# ---- instr_fetch_unit ----
Figure 1. Signal wires on met1 (instr_fetch_unit).
Scale bar: 20 um. Supply wires on this layer in gray.
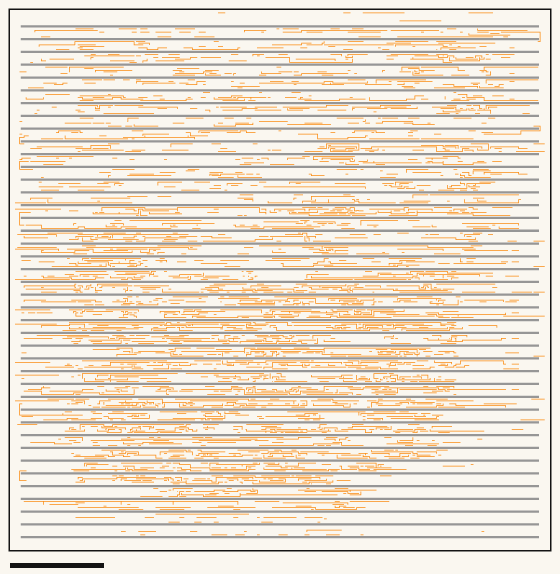
**src/rtl/fetch_pkg.sv**
```systemverilog
// ----------------------------------------------------------------------------
// fetch_pkg
// Types and constants shared by the instruction fetch unit and its helpers.
//   fetch_state_t   : fetch FSM state encoding
//   PC_INCR         : byte increment between sequential instructions
//   BRANCH_OFFSET_W : width of the signed word offset supplied by the core
// ----------------------------------------------------------------------------
package fetch_pkg;

    typedef enum logic [1:0] {
        S_IDLE  = 2'd0,
        S_FETCH = 2'd1,
        S_ISSUE = 2'd2
    } fetch_state_t;

    localparam int PC_INCR         = 4;
    localparam int BRANCH_OFFSET_W = 8;

endpackage

```
**src/rtl/pc_next_calc.sv**
```systemverilog
// ----------------------------------------------------------------------------
// pc_next_calc
// Combinational next-PC generator. Sequential flow advances by one word;
// a taken branch adds a signed word offset relative to PC+4. All arithmetic
// wraps modulo 2^ADDR_WIDTH.
// Ports:
//   PC            in  current instruction byte address
//   BRANCH_EN     in  select branch target instead of PC+4
//   BRANCH_OFFSET in  signed word offset (scaled by 4 here)
//   NEXT_PC       out address of the next instruction to fetch
// ----------------------------------------------------------------------------
module pc_next_calc
    import fetch_pkg::*;
#(
    parameter int ADDR_WIDTH = 32
) (
    input  logic [ADDR_WIDTH-1:0]      PC,
    input  logic                       BRANCH_EN,
    input  logic [BRANCH_OFFSET_W-1:0] BRANCH_OFFSET,
    output logic [ADDR_WIDTH-1:0]      NEXT_PC
);

    logic [ADDR_WIDTH-1:0] pc_plus4;
    logic [ADDR_WIDTH-1:0] offset_ext;
    logic [ADDR_WIDTH-1:0] offset_bytes;

    assign pc_plus4     = PC + ADDR_WIDTH'(PC_INCR);
    assign offset_ext   = {{(ADDR_WIDTH-BRANCH_OFFSET_W){BRANCH_OFFSET[BRANCH_OFFSET_W-1]}},
                           BRANCH_OFFSET};
    assign offset_bytes = offset_ext << 2;

    always_comb begin
        NEXT_PC = pc_plus4;
        if (BRANCH_EN) begin
            NEXT_PC = pc_plus4 + offset_bytes;
        end
    end

endmodule

```
**src/rtl/instr_fetch_unit.sv**
```systemverilog
// ----------------------------------------------------------------------------
// instr_fetch_unit
// Owns the PC, reads instruction words from instruction memory over a
// READ/BUSYWAIT handshake and presents them to the core with a valid flag.
// The core consumes a word by leaving STALL low while INSTR_VALID is high;
// on that edge it may redirect the next fetch with a PC-relative branch.
//
//   state   | meaning
//   --------+---------------------------------------------------------------
//   S_IDLE  | just out of reset, no request; moves to S_FETCH on next edge
//   S_FETCH | IMEM_READ high at PC; capture word on edge with BUSYWAIT low
//   S_ISSUE | word valid to core; hold while STALL, advance PC on consume
//
// Ports:
//   CLK, RESET              clock (rising edge), async active-low reset
//   PC, INSTRUCTION         current instruction address and word
//   INSTR_VALID             INSTRUCTION holds the word at PC
//   STALL                   core cannot consume this cycle
//   BRANCH_EN/BRANCH_OFFSET branch request, sampled on the consume edge only
//   IMEM_READ/IMEM_ADDRESS  memory request
//   IMEM_READDATA           memory read data
//   IMEM_BUSYWAIT           memory not ready
//   INSTR_COUNT             instructions consumed (wraps)
// ----------------------------------------------------------------------------
module instr_fetch_unit
    import fetch_pkg::*;
#(
    parameter int                    ADDR_WIDTH  = 32,
    parameter int                    INSTR_WIDTH = 32,
    parameter logic [ADDR_WIDTH-1:0] RESET_PC    = '0
) (
    input  logic                       CLK,
    input  logic                       RESET,
    output logic [ADDR_WIDTH-1:0]      PC,
    output logic [INSTR_WIDTH-1:0]     INSTRUCTION,
    output logic                       INSTR_VALID,
    input  logic                       STALL,
    input  logic                       BRANCH_EN,
    input  logic [BRANCH_OFFSET_W-1:0] BRANCH_OFFSET,
    output logic                       IMEM_READ,
    output logic [ADDR_WIDTH-1:0]      IMEM_ADDRESS,
    input  logic [INSTR_WIDTH-1:0]     IMEM_READDATA,
    input  logic                       IMEM_BUSYWAIT,
    output logic [31:0]                INSTR_COUNT
);

    fetch_state_t           state_q, state_d;
    logic [ADDR_WIDTH-1:0]  pc_q, pc_d;
    logic [INSTR_WIDTH-1:0] instr_q, instr_d;
    logic                   valid_q, valid_d;
    logic [31:0]            count_q, count_d;
    logic [ADDR_WIDTH-1:0]  next_pc;

    pc_next_calc #(
        .ADDR_WIDTH (ADDR_WIDTH)
    ) u_pc_next_calc (
        .PC            (pc_q),
        .BRANCH_EN     (BRANCH_EN),
        .BRANCH_OFFSET (BRANCH_OFFSET),
        .NEXT_PC       (next_pc)
    );

    always_ff @(posedge CLK or negedge RESET) begin
        if (!RESET) begin
            state_q <= S_IDLE;
            pc_q    <= RESET_PC;
            instr_q <= '0;
            valid_q <= 1'b0;
            count_q <= '0;
        end else begin
            state_q <= state_d;
            pc_q    <= pc_d;
            instr_q <= instr_d;
            valid_q <= valid_d;
            count_q <= count_d;
        end
    end

    always_comb begin
        state_d   = state_q;
        pc_d      = pc_q;
        instr_d   = instr_q;
        valid_d   = valid_q;
        count_d   = count_q;
        IMEM_READ = 1'b0;
        case (state_q)
            S_IDLE: begin
                state_d = S_FETCH;
            end
            S_FETCH: begin
                IMEM_READ = 1'b1;
                if (!IMEM_BUSYWAIT) begin
                    instr_d = IMEM_READDATA;
                    valid_d = 1'b1;
                    state_d = S_ISSUE;
                end
            end
            S_ISSUE: begin
                if (!STALL) begin
                    pc_d    = next_pc;
                    valid_d = 1'b0;
                    count_d = count_q + 32'd1;
                    state_d = S_FETCH;
                end
            end
            default: begin
                state_d = S_IDLE;
            end
        endcase
    end

    // The address bus always reflects PC; it is only meaningful while
    // IMEM_READ is high, and PC is word-aligned by construction.
    assign IMEM_ADDRESS = pc_q;
    assign PC           = pc_q;
    assign INSTRUCTION  = instr_q;
    assign INSTR_VALID  = valid_q;
    assign INSTR_COUNT  = count_q;

endmodule

```
**config.mk**
```make
export PLATFORM = sky130hd
export DESIGN_NAME = instr_fetch_unit
export DESIGN_NICKNAME = d
export VERILOG_FILES = /design/src/rtl/fetch_pkg.sv /design/src/rtl/pc_next_calc.sv /design/src/rtl/instr_fetch_unit.sv
export SDC_FILE = /design/constraint.sdc
export NUM_CORES = 1
export LEC_CHECK = 0
export CAP_MARGIN = 20
export CORE_MARGIN = 2
export CORE_UTILIZATION = 53
export DETAILED_ROUTE_END_ITERATION = 8
export GPL_TIMING_DRIVEN = 0
export PLACE_DENSITY = 0.87
export SYNTH_ARGS = -nofsm -noshare
export SYNTH_HDL_FRONTEND = slang
export SYNTH_SLANG_ARGS = --single-unit
```
**constraint.sdc**
```tcl
create_clock -name CLK -period 11.8 [get_ports CLK]
set_input_delay 2.36 -clock CLK [delete_from_list [all_inputs] [get_ports CLK]]
set_output_delay 2.36 -clock CLK [all_outputs]
set_load 0.02 [all_outputs]
```
==> notes.md <==
flow finished, numbers: met1 Usage GRT=36.72%, EDFF count, synth=0, sequential cell count=between 90 and 100, Syn Area/Cell=between 9 and 10 um2, most frequent cell after synthesis=dfrtp_1, dpl cells=roughly 1k, HP Class=register to register, maxcap violations=0, Seq group=580 uW, Die W=between 100 and 150 um, clock tree buffer depth=2, Crit. End Element=register, fillers=just under 900, core area=around 0.012 mm2, CTS Sinks=between 90 and 100, DP HPWL=13420 um, Largest cell class=combinational gates, sw frac=about 44%, Die Area=around 0.013 mm2, ys cells=708, comb area leader=simple AND/OR/NAND/NOR gates, post-route setup slack=around 6.0 ns, htree depth=3, share of layout cells above drive strength 1=approximately 11%, clock buf count=9, initial antenna violation count=0, Hold EP=INSTR_COUNT[31]$_DFFE_PN0P_, GR Overflow Total=0, PD cells=between 200 and 300 mW/mm2, setup repair bufs after CTS=0, Max-area cell share=between 30% and 40%, CP endpoint=IMEM_ADDRESS[31]$_DFFE_PN0P_, Cell Type Count=approximately 60, Tmin final=5.819 ns, Reg clk slew, reported paths=around 0.07 ns, Yosys top cell by area=dfrtp_1, FF-to-FF setup slack=about 6.7 ns, Worst setup SP type=input port, Num CTS Buffers=9, logic share of the area=between 40% and 50%, mapped cell area=0.006533 mm2, met1 WL=7484 um, Pint=1265 uW, XOR Share, Synth=11.13%, worst path required time=between 10 and 15 ns, final hold violations=0, slew margin rel.=30.97%, Cell Rows=approximately 40, Well Taps=~150, worst setup path startpoint=BRANCH_OFFSET[7], WL met3=roughly 1400 um, setup violators final=0, Non-clk invs=16, critical path class=input port to register, Seq area share=around 28%, Worst R2R End=IMEM_ADDRESS[31]$_DFFE_PN0P_, status=finished clean, Flop area=between 0.002 and 0.0025 mm2, most instantiated logic cell after routing=clkdlybuf4s50_1, area fraction in mux cells=~6.1%, Comb pwr share=61.3%, post-route cell area=approximately 0.0088 mm2, Finished Core Util=around 73%, I/O Pins=around 180, Seq pwr share=25.9%, synth warn=0
## Picture notes: Figure 1
wire length on this layer: 7480 um
main direction: horizontal
nets with wire on the layer: 881


# ---- ahb_uart_flat ----
## src/rtl/ahb_uart_if.sv

```systemverilog
// AHB-Lite slave-side bus bundle for the console UART.
// The master modport drives the address/data phase; the slave answers with ready, data and response.
interface ahb_uart_if;
  logic        HSEL;
  logic [31:0] HADDR;
  logic [1:0]  HTRANS;
  logic [2:0]  HSIZE;
  logic        HWRITE;
  logic [31:0] HWDATA;
  logic        HREADY;
  logic        HREADYOUT;
  logic [31:0] HRDATA;
  logic        HRESP;

  modport master (
    output HSEL, HADDR, HTRANS, HSIZE, HWRITE, HWDATA, HREADY,
    input  HREADYOUT, HRDATA, HRESP
  );

  modport slave (
    input  HSEL, HADDR, HTRANS, HSIZE, HWRITE, HWDATA, HREADY,
    output HREADYOUT, HRDATA, HRESP
  );
endinterface

```

## src/rtl/ahb_uart.sv

```systemverilog
// AHB-Lite UART: 4-entry TX FIFO feeding an 8N1 serialiser, single-byte RX holding register,
// sticky status flags and a programmable clocks-per-bit divisor.
module ahb_uart #(
  parameter int DEFAULT_DIV = 16,
  parameter int TX_DEPTH    = 4
) (
  input  logic       CLK,
  input  logic       RST,
  ahb_uart_if.slave  bus,
  output logic       TXD,
  input  logic       RXD,
  output logic       IRQ
);
  localparam int AW = $clog2(TX_DEPTH);

  typedef enum logic [1:0] {S_IDLE, S_START, S_DATA, S_STOP} state_t;

  // ---------------- bus address/data phase ----------------
  logic       valid_reg, write_reg;
  logic [1:0] addr_reg;
  logic       dphase, wr_data, wr_status, wr_baud, rd_data;

  always_ff @(posedge CLK or posedge RST) begin
    if (RST) begin
      valid_reg <= 1'b0;
      write_reg <= 1'b0;
      addr_reg  <= 2'd0;
    end else if (bus.HREADY) begin
      valid_reg <= bus.HSEL & bus.HTRANS[1];
      write_reg <= bus.HWRITE;
      addr_reg  <= bus.HADDR[3:2];
    end
  end

  assign dphase    = valid_reg & bus.HREADY;
  assign wr_data   = dphase & write_reg  & (addr_reg == 2'd0);
  assign wr_status = dphase & write_reg  & (addr_reg == 2'd1);
  assign wr_baud   = dphase & write_reg  & (addr_reg == 2'd2);
  assign rd_data   = dphase & ~write_reg & (addr_reg == 2'd0);

  logic unused_bus_bits;
  assign unused_bus_bits = ^{bus.HSIZE, bus.HADDR[31:4], bus.HADDR[1:0], bus.HWDATA[31:16]};

  // ---------------- control registers ----------------
  logic [15:0] baud_reg;
  logic        tx_ie_reg;

  always_ff @(posedge CLK or posedge RST) begin
    if (RST) begin
      baud_reg  <= 16'(DEFAULT_DIV);
      tx_ie_reg <= 1'b0;
    end else begin
      if (wr_status) tx_ie_reg <= bus.HWDATA[8];
      // Dividers below 4 would leave no room for the half-bit RX start sample.
      if (wr_baud)   baud_reg  <= (bus.HWDATA[15:0] < 16'd4) ? 16'd4 : bus.HWDATA[15:0];
    end
  end

  // ---------------- TX FIFO ----------------
  logic [7:0]  fifo_mem [TX_DEPTH];
  logic [AW:0] wr_ptr_reg, rd_ptr_reg;
  logic        fifo_empty, fifo_full, push, tx_pop, tx_drop_reg;
  logic [7:0]  fifo_head;

  assign fifo_empty = (wr_ptr_reg == rd_ptr_reg);
  assign fifo_full  = (wr_ptr_reg[AW] != rd_ptr_reg[AW]) &&
                      (wr_ptr_reg[AW-1:0] == rd_ptr_reg[AW-1:0]);
  assign push       = wr_data & ~fifo_full;
  assign fifo_head  = fifo_mem[rd_ptr_reg[AW-1:0]];

  always_ff @(posedge CLK) begin
    if (push) fifo_mem[wr_ptr_reg[AW-1:0]] <= bus.HWDATA[7:0];
  end

  always_ff @(posedge CLK or posedge RST) begin
    if (RST) begin
      wr_ptr_reg  <= '0;
      rd_ptr_reg  <= '0;
      tx_drop_reg <= 1'b0;
    end else begin
      if (push)   wr_ptr_reg <= wr_ptr_reg + (AW+1)'(1);
      if (tx_pop) rd_ptr_reg <= rd_ptr_reg + (AW+1)'(1);
      if (wr_status && bus.HWDATA[5]) tx_drop_reg <= 1'b0;
      if (wr_data && fifo_full)       tx_drop_reg <= 1'b1;
    end
  end

  // ---------------- TX serialiser ----------------
  state_t      tx_state_reg;
  logic [15:0] tx_cnt_reg, tx_div_reg;
  logic [2:0]  tx_bit_reg;
  logic [7:0]  tx_shift_reg;
  logic        txd_reg, tx_empty;

  // Popping from STOP chains the next start bit with no idle gap.
  assign tx_pop   = ~fifo_empty &&
                    ((tx_state_reg == S_IDLE) || (tx_state_reg == S_STOP && tx_cnt_reg == 16'd0));
  assign tx_empty = fifo_empty && (tx_state_reg == S_IDLE);

  always_ff @(posedge CLK or posedge RST) begin
    if (RST) begin
      tx_state_reg <= S_IDLE;
      tx_cnt_reg   <= 16'd0;
      tx_div_reg   <= 16'(DEFAULT_DIV);
      tx_bit_reg   <= 3'd0;
      tx_shift_reg <= 8'd0;
      txd_reg      <= 1'b1;
    end else begin
      case (tx_state_reg)
        S_IDLE: begin
          if (tx_pop) begin
            tx_shift_reg <= fifo_head;
            tx_div_reg   <= baud_reg;
            tx_cnt_reg   <= baud_reg - 16'd1;
            txd_reg      <= 1'b0;
            tx_state_reg <= S_START;
          end
        end
        S_START: begin
          if (tx_cnt_reg == 16'd0) begin
            tx_state_reg <= S_DATA;
            tx_cnt_reg   <= tx_div_reg - 16'd1;
            tx_bit_reg   <= 3'd0;
            txd_reg      <= tx_shift_reg[0];
          end else begin
            tx_cnt_reg <= tx_cnt_reg - 16'd1;
          end
        end
        S_DATA: begin
          if (tx_cnt_reg == 16'd0) begin
            tx_cnt_reg <= tx_div_reg - 16'd1;
            if (tx_bit_reg == 3'd7) begin
              tx_state_reg <= S_STOP;
              txd_reg      <= 1'b1;
            end else begin
              tx_bit_reg   <= tx_bit_reg + 3'd1;
              tx_shift_reg <= {1'b0, tx_shift_reg[7:1]};
              txd_reg      <= tx_shift_reg[1];
            end
          end else begin
            tx_cnt_reg <= tx_cnt_reg - 16'd1;
          end
        end
        default: begin
          if (tx_cnt_reg == 16'd0) begin
            if (tx_pop) begin
              tx_shift_reg <= fifo_head;
              tx_div_reg   <= baud_reg;
              tx_cnt_reg   <= baud_reg - 16'd1;
              txd_reg      <= 1'b0;
              tx_state_reg <= S_START;
            end else begin
              tx_state_reg <= S_IDLE;
            end
          end else begin
            tx_cnt_reg <= tx_cnt_reg - 16'd1;
          end
        end
      endcase
    end
  end

  // ---------------- RX path ----------------
  logic        rxd_s1_reg, rxd_s2_reg, rxd_s3_reg;
  state_t      rx_state_reg;
  logic [15:0] rx_cnt_reg, rx_div_reg;
  logic [2:0]  rx_bit_reg;
  logic [7:0]  rx_shift_reg, rx_byte_reg;
  logic        rx_valid_reg, rx_overrun_reg, rx_frame_err_reg;

  always_ff @(posedge CLK or posedge RST) begin
    if (RST) begin
      rxd_s1_reg <= 1'b1;
      rxd_s2_reg <= 1'b1;
      rxd_s3_reg <= 1'b1;
    end else begin
      rxd_s1_reg <= RXD;
      rxd_s2_reg <= rxd_s1_reg;
      rxd_s3_reg <= rxd_s2_reg;
    end
  end

  always_ff @(posedge CLK or posedge RST) begin
    if (RST) begin
      rx_state_reg     <= S_IDLE;
      rx_cnt_reg       <= 16'd0;
      rx_div_reg       <= 16'(DEFAULT_DIV);
      rx_bit_reg       <= 3'd0;
      rx_shift_reg     <= 8'd0;
      rx_byte_reg      <= 8'd0;
      rx_valid_reg     <= 1'b0;
      rx_overrun_reg   <= 1'b0;
      rx_frame_err_reg <= 1'b0;
    end else begin
      // Clears come first so a same-cycle set from the frame logic below wins.
      if (rd_data) rx_valid_reg <= 1'b0;
      if (wr_status && bus.HWDATA[3]) rx_overrun_reg   <= 1'b0;
      if (wr_status && bus.HWDATA[4]) rx_frame_err_reg <= 1'b0;
      case (rx_state_reg)
        S_IDLE: begin
          if (rxd_s3_reg && !rxd_s2_reg) begin
            rx_div_reg   <= baud_reg;
            rx_cnt_reg   <= (baud_reg >> 1) - 16'd1;
            rx_state_reg <= S_START;
          end
        end
        S_START: begin
          if (rx_cnt_reg == 16'd0) begin
            if (rxd_s2_reg) begin
              rx_state_reg <= S_IDLE;
            end else begin
              rx_state_reg <= S_DATA;
              rx_cnt_reg   <= rx_div_reg - 16'd1;
              rx_bit_reg   <= 3'd0;
            end
          end else begin
            rx_cnt_reg <= rx_cnt_reg - 16'd1;
          end
        end
        S_DATA: begin
          if (rx_cnt_reg == 16'd0) begin
            rx_shift_reg <= {rxd_s2_reg, rx_shift_reg[7:1]};
            rx_cnt_reg   <= rx_div_reg - 16'd1;
            if (rx_bit_reg == 3'd7) rx_state_reg <= S_STOP;
            else                    rx_bit_reg   <= rx_bit_reg + 3'd1;
          end else begin
            rx_cnt_reg <= rx_cnt_reg - 16'd1;
          end
        end
        default: begin
          if (rx_cnt_reg == 16'd0) begin
            rx_state_reg <= S_IDLE;
            if (rxd_s2_reg) begin
              if (rx_valid_reg && !rd_data) begin
                rx_overrun_reg <= 1'b1;
              end else begin
                rx_byte_reg  <= rx_shift_reg;
                rx_valid_reg <= 1'b1;
              end
            end else begin
              rx_frame_err_reg <= 1'b1;
            end
          end else begin
            rx_cnt_reg <= rx_cnt_reg - 16'd1;
          end
        end
      endcase
    end
  end

  // ---------------- read mux and outputs ----------------
  always_comb begin
    bus.HRDATA = 32'd0;
    if (valid_reg && !write_reg) begin
      case (addr_reg)
        2'd0:    bus.HRDATA = {24'd0, rx_byte_reg};
        2'd1:    bus.HRDATA = {23'd0, tx_ie_reg, 2'b00, tx_drop_reg, rx_frame_err_reg,
                               rx_overrun_reg, rx_valid_reg, tx_empty, fifo_full};
        2'd2:    bus.HRDATA = {16'd0, baud_reg};
        default: bus.HRDATA = 32'd0;
      endcase
    end
  end

  assign bus.HREADYOUT = 1'b1;
  assign bus.HRESP     = 1'b0;
  assign TXD           = txd_reg;
  assign IRQ           = rx_valid_reg | (tx_empty & tx_ie_reg);
endmodule

```

## src/flat_wrapper.sv

```systemverilog
// flat-port wrapper written by rule: the top's interface ports become plain ports
module ahb_uart_flat 
#(
  parameter int DEFAULT_DIV = 16,
  parameter int TX_DEPTH    = 4
)
  (CLK, RST, TXD, RXD, IRQ, bus_HSEL, bus_HADDR, bus_HTRANS, bus_HSIZE, bus_HWRITE, bus_HWDATA, bus_HREADY, bus_HREADYOUT, bus_HRDATA, bus_HRESP);
  ahb_uart_if bus_i ();
  input  logic CLK;
  input  logic RST;
  output logic TXD;
  input  logic RXD;
  output logic IRQ;
  input wire logic [$bits(bus_i.HSEL)-1:0] bus_HSEL;
  input wire logic [$bits(bus_i.HADDR)-1:0] bus_HADDR;
  input wire logic [$bits(bus_i.HTRANS)-1:0] bus_HTRANS;
  input wire logic [$bits(bus_i.HSIZE)-1:0] bus_HSIZE;
  input wire logic [$bits(bus_i.HWRITE)-1:0] bus_HWRITE;
  input wire logic [$bits(bus_i.HWDATA)-1:0] bus_HWDATA;
  input wire logic [$bits(bus_i.HREADY)-1:0] bus_HREADY;
  output wire logic [$bits(bus_i.HREADYOUT)-1:0] bus_HREADYOUT;
  output wire logic [$bits(bus_i.HRDATA)-1:0] bus_HRDATA;
  output wire logic [$bits(bus_i.HRESP)-1:0] bus_HRESP;
  assign bus_i.HSEL = bus_HSEL;
  assign bus_i.HADDR = bus_HADDR;
  assign bus_i.HTRANS = bus_HTRANS;
  assign bus_i.HSIZE = bus_HSIZE;
  assign bus_i.HWRITE = bus_HWRITE;
  assign bus_i.HWDATA = bus_HWDATA;
  assign bus_i.HREADY = bus_HREADY;
  assign bus_HREADYOUT = bus_i.HREADYOUT;
  assign bus_HRDATA = bus_i.HRDATA;
  assign bus_HRESP = bus_i.HRESP;
  ahb_uart #(.DEFAULT_DIV(DEFAULT_DIV), .TX_DEPTH(TX_DEPTH)) u_core (.CLK(CLK), .RST(RST), .bus(bus_i), .TXD(TXD), .RXD(RXD), .IRQ(IRQ));
endmodule
```

## config.mk

```make
export PLATFORM = sky130hd
export DESIGN_NAME = ahb_uart_flat
export DESIGN_NICKNAME = d
export VERILOG_FILES = /design/src/rtl/ahb_uart_if.sv /design/src/rtl/ahb_uart.sv /design/src/flat_wrapper.sv
export SDC_FILE = /design/constraint.sdc
export NUM_CORES = 1
export LEC_CHECK = 0
export CORE_UTILIZATION = 45
export CTS_BUF_LIST = sky130_fd_sc_hd__clkbuf_4 sky130_fd_sc_hd__clkbuf_8
export CTS_CLUSTER_SIZE = 28
export DETAILED_ROUTE_END_ITERATION = 12
export DONT_BUFFER_PORTS = 1
export SLEW_MARGIN = 20
export SYNTH_ARGS = -nofsm -noshare
export SYNTH_HDL_FRONTEND = slang
export SYNTH_SLANG_ARGS = --single-unit
export TNS_END_PERCENT = 30
```

## constraint.sdc

```tcl
create_clock -name CLK -period 13.95 [get_ports CLK]
set_input_delay 2.79 -clock CLK [delete_from_list [all_inputs] [get_ports CLK]]
set_output_delay 2.79 -clock CLK [all_outputs]
set_load 0.01 [all_outputs]
```

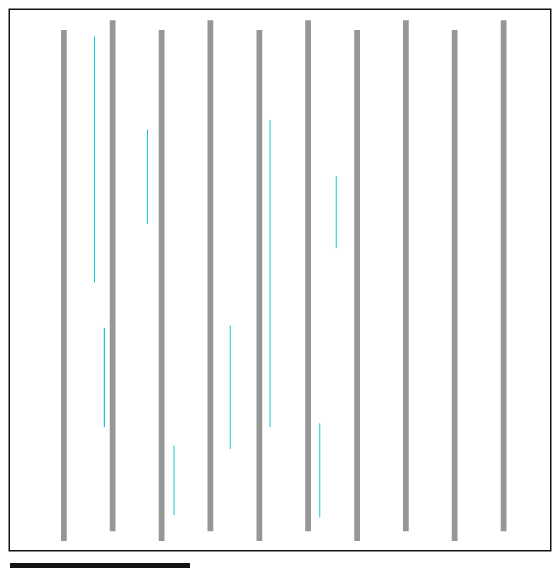
Figure 2: ahb_uart_flat, signal wires on met4.
Scale bar: 50 um. Supply wires on this layer in gray.
longest straight run: 85.0 um
nets with wire on the layer: 6
final WL: 23650 um
DR vias: 7259

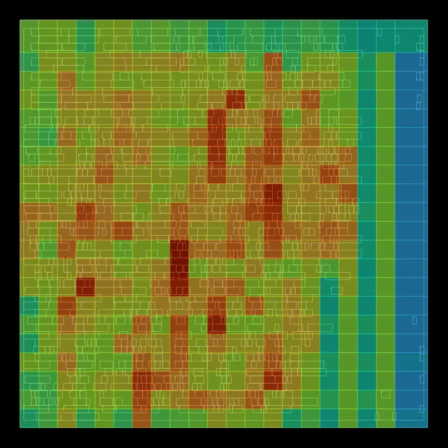
Figure 3: ahb_uart_flat, congestion heat map.
busiest grt layer: met1
drt wl/cell: 19.18 um
met1 Usage GRT: 33.20%
met2 Use GR: 32.73%
met3 usage: 3.720%

==> notes.md <==
flow finished, numbers: clock-net power=about 360 uW, Fin Setup TNS=0 ns, logic share of the area=a little under 50%, DR iter-0 viols=around 480, Synth Register Bits=165, Worst Path Buf+Inv=0, Slew Limit Fails=0, CP Cell Sequence=xnor2_1 -> and3_1 -> a31oi_1 -> nor2_1, synth cell count leaders=dfrtp_1 (126), nand2_1 (84), mux2_2 (70), worst path required time=about 11 ns, GR Overflow Total=0, VDD IR-drop max=a little over 0.0001 V, Vias per Instance=5.887, Gate Area=0.005071 mm2, post-route cell area=between 0.01 and 0.015 mm2, leak pwr=0.004271 uW, Place WS=9.034 ns, I/O Pins=between 100 and 150, yosys aoi share=around 14%, Syn Area/Cell=between 10 and 15 um2, worst setup path startpoint=u_core.rd_ptr_reg[0]$_DFFE_PP0N_, Tmin final=approximately 5.4 ns, Comb pwr share=approximately 47%, DR pass1 iterations=5, WL met3=between 1000 and 1500 um, setup repair bufs after CTS=0, met1 WL=roughly 12000 um, Seq pwr share=36.7%, Largest cell class=combinational gates, HP Class=register to register, # resized after CTS=0, dpl cells=~1.2k, Net Sw Power=between 1000 and 1500 uW, Cell Rows=53, status=finished clean, htree depth=4, slew margin rel.=a little under a third, Max Clk Rate=184.7 MHz, fillers=approximately 2.0k, initial core utilization=46.43%, sequential cell count=between 150 and 200, AND/OR/NAND/NOR Cells, Area Fraction=around 16%, core area=about 0.021 mm2, Reg clk slew, reported paths=around 0.11 ns, CTS Sinks=165, Final ANT Viol Nets=0, area fraction in mux cells=between 10% and 20%, maxcap violations=0, max layer used=met4, Buffers, non-clock=8, Die Area=about 0.022 mm2, Die W=150.0 um, FA/HA/MAJ Cells, Area Fraction=approximately 3.2%, post-route setup slack=~8.5 ns, Flop area=0.004298 mm2, CP max-delay cell=dfrtp_1

# ---- delay_sched ----
Figure 4. Signal wires on met1 (delay_sched).
Scale bar: 10 um. Supply wires on this layer in gray.
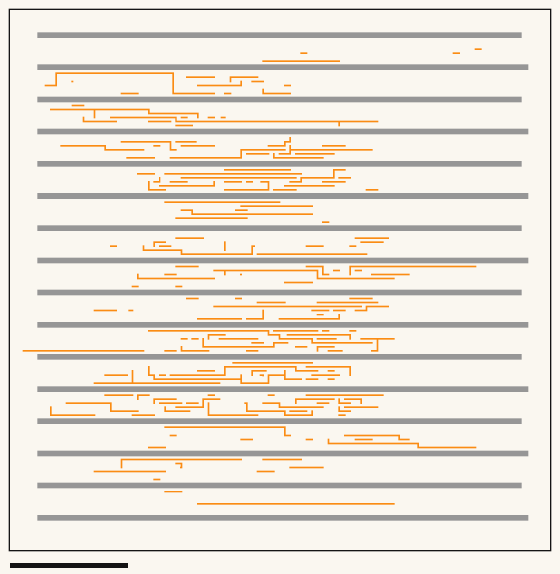
Figure 5. Metal 2 (delay_sched).
Scale bar: 10 um.
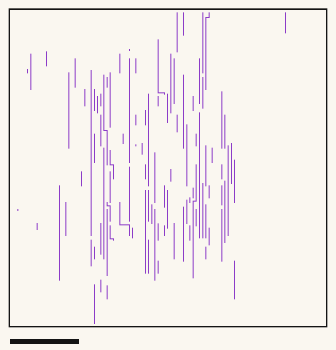
**src/rtl/delay_sched.sv**
```systemverilog
// rtl/delay_sched.sv - single-bit delay line with inertial FSM and optional transport queue
// Build option: define TRANSPORT_EN to add the transport queue, timestamp and mode input.
module delay_sched #(
  parameter int DW    = 4,
  parameter int DEPTH = 4
) (
  input  logic          clk,
  input  logic          rst,
  input  logic          a,
  input  logic [DW-1:0] dly,
  input  logic          mode,
  output logic          y,
  output logic          busy,
  output logic          ovf
);
  typedef enum logic {IDLE, PEND} state_t;

  state_t        state_q, state_d;
  logic [DW-1:0] cnt_q, cnt_d, dly_q, dly_raw, dly_eff;
  logic          y_q, y_d, y_i;
  logic          mode_eff, q_nonempty;

  // dly (and mode) are frozen while anything is in flight
  assign dly_raw = busy ? dly_q : dly;
  assign dly_eff = (dly_raw == '0) ? DW'(1) : dly_raw;
  assign busy    = (state_q == PEND) || q_nonempty;
  assign y       = y_q;

  always_comb begin
    state_d = state_q;
    cnt_d   = cnt_q;
    y_i     = y_q;
    if (!mode_eff) begin
      if (state_q == IDLE) begin
        if (a != y_q) begin
          if (dly_eff == DW'(1)) begin
            y_i = a;
          end else begin
            state_d = PEND;
            cnt_d   = dly_eff - DW'(1);
          end
        end
      end else if (a == y_q) begin
        state_d = IDLE;
      end else if (cnt_q == DW'(1)) begin
        y_i     = a;
        state_d = IDLE;
      end else begin
        cnt_d = cnt_q - DW'(1);
      end
    end
  end

  always_ff @(posedge clk) begin
    if (rst) begin
      state_q <= IDLE;
      cnt_q   <= '0;
      y_q     <= 1'b0;
      dly_q   <= '0;
    end else begin
      state_q <= state_d;
      cnt_q   <= cnt_d;
      y_q     <= y_d;
      if (!busy) dly_q <= dly;
    end
  end

`ifdef TRANSPORT_EN
  localparam int AW = $clog2(DEPTH);

  logic [DW:0]   ts_q, due_new, late;
  logic [AW-1:0] wr_q, rd_q;
  logic [AW:0]   count_q;
  logic          mode_q, lp_q, lp_d, ovf_q, ovf_d, push, pop, y_t, q_full;
  logic          val_mem [DEPTH];
  logic [DW:0]   due_mem [DEPTH];

  assign mode_eff   = busy ? mode_q : mode;
  assign q_nonempty = (count_q != '0);
  assign q_full     = (count_q == (AW+1)'(DEPTH));
  assign due_new    = ts_q + (DW+1)'(dly_eff) - (DW+1)'(1);
  // head is due once ts has reached it; outstanding entries are never more than 2^DW ahead
  assign late       = ts_q - due_mem[rd_q];
  assign y_d        = mode_eff ? y_t : y_i;
  assign ovf        = ovf_q;

  always_comb begin
    push  = 1'b0;
    pop   = 1'b0;
    y_t   = y_q;
    lp_d  = lp_q;
    ovf_d = ovf_q;
    if (mode_eff) begin
      if (q_nonempty && !late[DW]) begin
        pop = 1'b1;
        y_t = val_mem[rd_q];
      end
      if (a != lp_q) begin
        if (!q_nonempty && dly_eff == DW'(1)) begin
          y_t  = a;
          lp_d = a;
        end else if (!q_full) begin
          push = 1'b1;
          lp_d = a;
        end else begin
          ovf_d = 1'b1;
        end
      end
    end else begin
      lp_d = y_i;
    end
  end

  always_ff @(posedge clk) begin
    if (rst) begin
      ts_q    <= '0;
      lp_q    <= 1'b0;
      ovf_q   <= 1'b0;
      mode_q  <= 1'b0;
      wr_q    <= '0;
      rd_q    <= '0;
      count_q <= '0;
    end else begin
      ts_q    <= ts_q + (DW+1)'(1);
      lp_q    <= lp_d;
      ovf_q   <= ovf_d;
      if (!busy) mode_q <= mode;
      wr_q    <= wr_q + AW'(push);
      rd_q    <= rd_q + AW'(pop);
      count_q <= count_q + (AW+1)'(push) - (AW+1)'(pop);
    end
  end

  always_ff @(posedge clk) begin
    if (push) begin
      val_mem[wr_q] <= a;
      due_mem[wr_q] <= due_new;
    end
  end
`else
  localparam int unused_depth = DEPTH;
  logic unused_mode;

  assign unused_mode = mode;
  assign mode_eff    = 1'b0;
  assign q_nonempty  = 1'b0;
  assign y_d         = y_i;
  assign ovf         = 1'b0;
`endif
endmodule

```
**config.mk**
```make
export PLATFORM = sky130hd
export DESIGN_NAME = delay_sched
export DESIGN_NICKNAME = d
export VERILOG_FILES = /design/src/rtl/delay_sched.sv
export SDC_FILE = /design/constraint.sdc
export NUM_CORES = 1
export LEC_CHECK = 0
export CORE_MARGIN = 2
export CORE_UTILIZATION = 35
export CTS_CLUSTER_SIZE = 25
export DETAILED_ROUTE_END_ITERATION = 12
export GPL_TIMING_DRIVEN = 0
export HOLD_SLACK_MARGIN = 0.02
export PLACE_DENSITY = 0.55
export SYNTH_ARGS = -nofsm -noshare
export SYNTH_HDL_FRONTEND = slang
export SYNTH_SLANG_ARGS = --single-unit
```
**constraint.sdc**
```tcl
create_clock -name clk -period 4.5 [get_ports clk]
set_input_delay 0.9 -clock clk [delete_from_list [all_inputs] [get_ports clk]]
set_output_delay 0.9 -clock clk [all_outputs]
set_load 0.03 [all_outputs]
```
==> notes.md <==
flow finished, numbers: mapped cell area=606.8 um2, top cells by area=dfxtp_1 (33%), ha_1 (8.2%), mux2i_1 (6.6%), nor2_1 (4.3%), nor4bb_4 (4.1%), Num CTS Buffers=3, Fin Setup TNS=0 ns, VDD IR-drop max=between 0.00015 and 0.0002 V, worst hold slack=roughly 0.5 ns, htree depth=1, number of hold buffers added after cts=0, Clock-cell share=under 10%, area fraction in mux cells=6.598%, Fin Clk Skew=0.003659 ns, Yosys top cell by area=dfxtp_1, status=finished clean, CP max-delay cell=clkdlybuf4s50_1, CTS Sinks=10, Worst-Skew Late Latency=0.28 ns, GR Overflow Total=0, share of layout cells above drive strength 1=between 10% and 20%, Pint=around 180 uW, worst flop-to-flop path startpoint=busy$_SDFF_PP0_, clock buf count=4, GP Congestion=between 0.7 and 0.8, Non-Filler Instances=roughly 94, Die W=~46 um, Hold EP=dly_q[2]$_SDFF_PP0_, Slew Limit Fails=0, CP max FO=7, Seq group=between 100 and 150 uW, Well Taps=17, Worst Path Buf+Inv=1, vias in the first global route=about 480, setup repair bufs after CTS=0, worst path required time=approximately 4.7 ns, # diodes=0, Reg2Reg Depth=7, yosys aoi share=between 10% and 20%, met1 WL=between 600 and 700 um, Die Area=0.002083 mm2, I/O Buffers=7, DP HPWL=around 910 um, initial antenna violation count=0, GRT Util Overall=between 10% and 20%, max layer used=met4, FA/HA/MAJ Cells, Area Fraction=under 10%, maxcap violations=0, Reg clk slew, reported paths=approximately 0.07 ns, Post-DP Area=approximately 700 um2, Logic power comb=between 60 and 70 uW, Synth Register Bits=10, leak pwr=around 0.00029 uW, Cell Rows=15, WL met3=~30 um, TritonCTS clock tree=done, DR pass1 iterations=3, DIE HEIGHT=45.64 um, clock tree buffer depth=2, synth warn=0, CP Cell Sequence=clkdlybuf4s50_1 -> nor3_1 -> nor3_1 -> nor2b_1 -> ha_1 -> nor4b_2 -> or3_4 -> o311a_1, synth cell count leaders=dfxtp_1 (10), nor2_1 (7), inv_1 (5), Gate Area=371.6 um2, XOR Share, Synth=roughly 2.9%, most instantiated logic cell after routing=dfxtp_1, most frequent cell after synthesis=dfxtp_1, Synth Seq Share=32.99%
About Figure 4:
longest straight run: 17.0 um
wire length on this layer: 627 um
nets with wire on the layer: 80
share of all routed wire: 51%

About Figure 5:
wire length on this layer: 527 um
main direction: vertical
longest straight run: 23.8 um
share of all routed wire: 43%
nets with wire on the layer: 75
DR vias: 502
met2 Use GR: 19.72%
final WL: 1232 um



==> gallery <==
Signal wires on met3.
picture 1
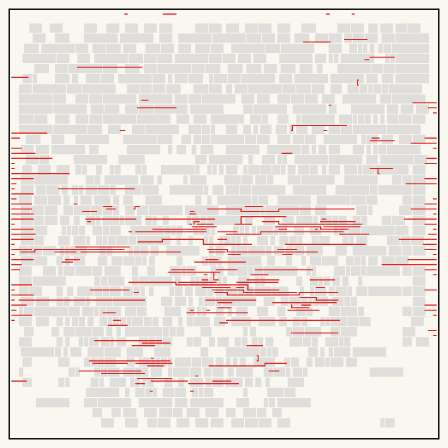
picture 2
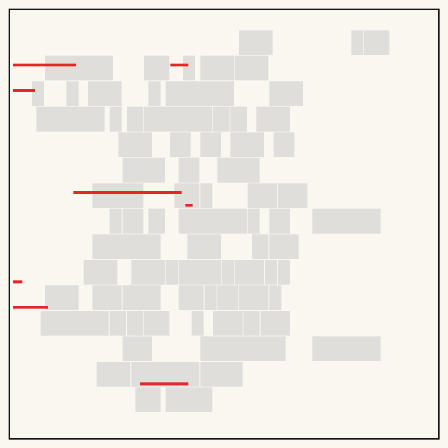
picture 3
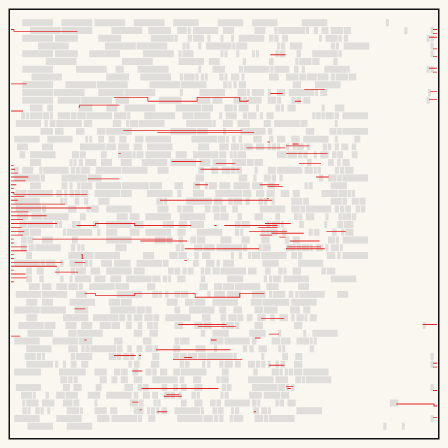
picture 1 -> instr_fetch_unit
picture 3 -> ahb_uart_flat
picture 2 -> delay_sched

Power is estimated from default activity; no workload was simulated.
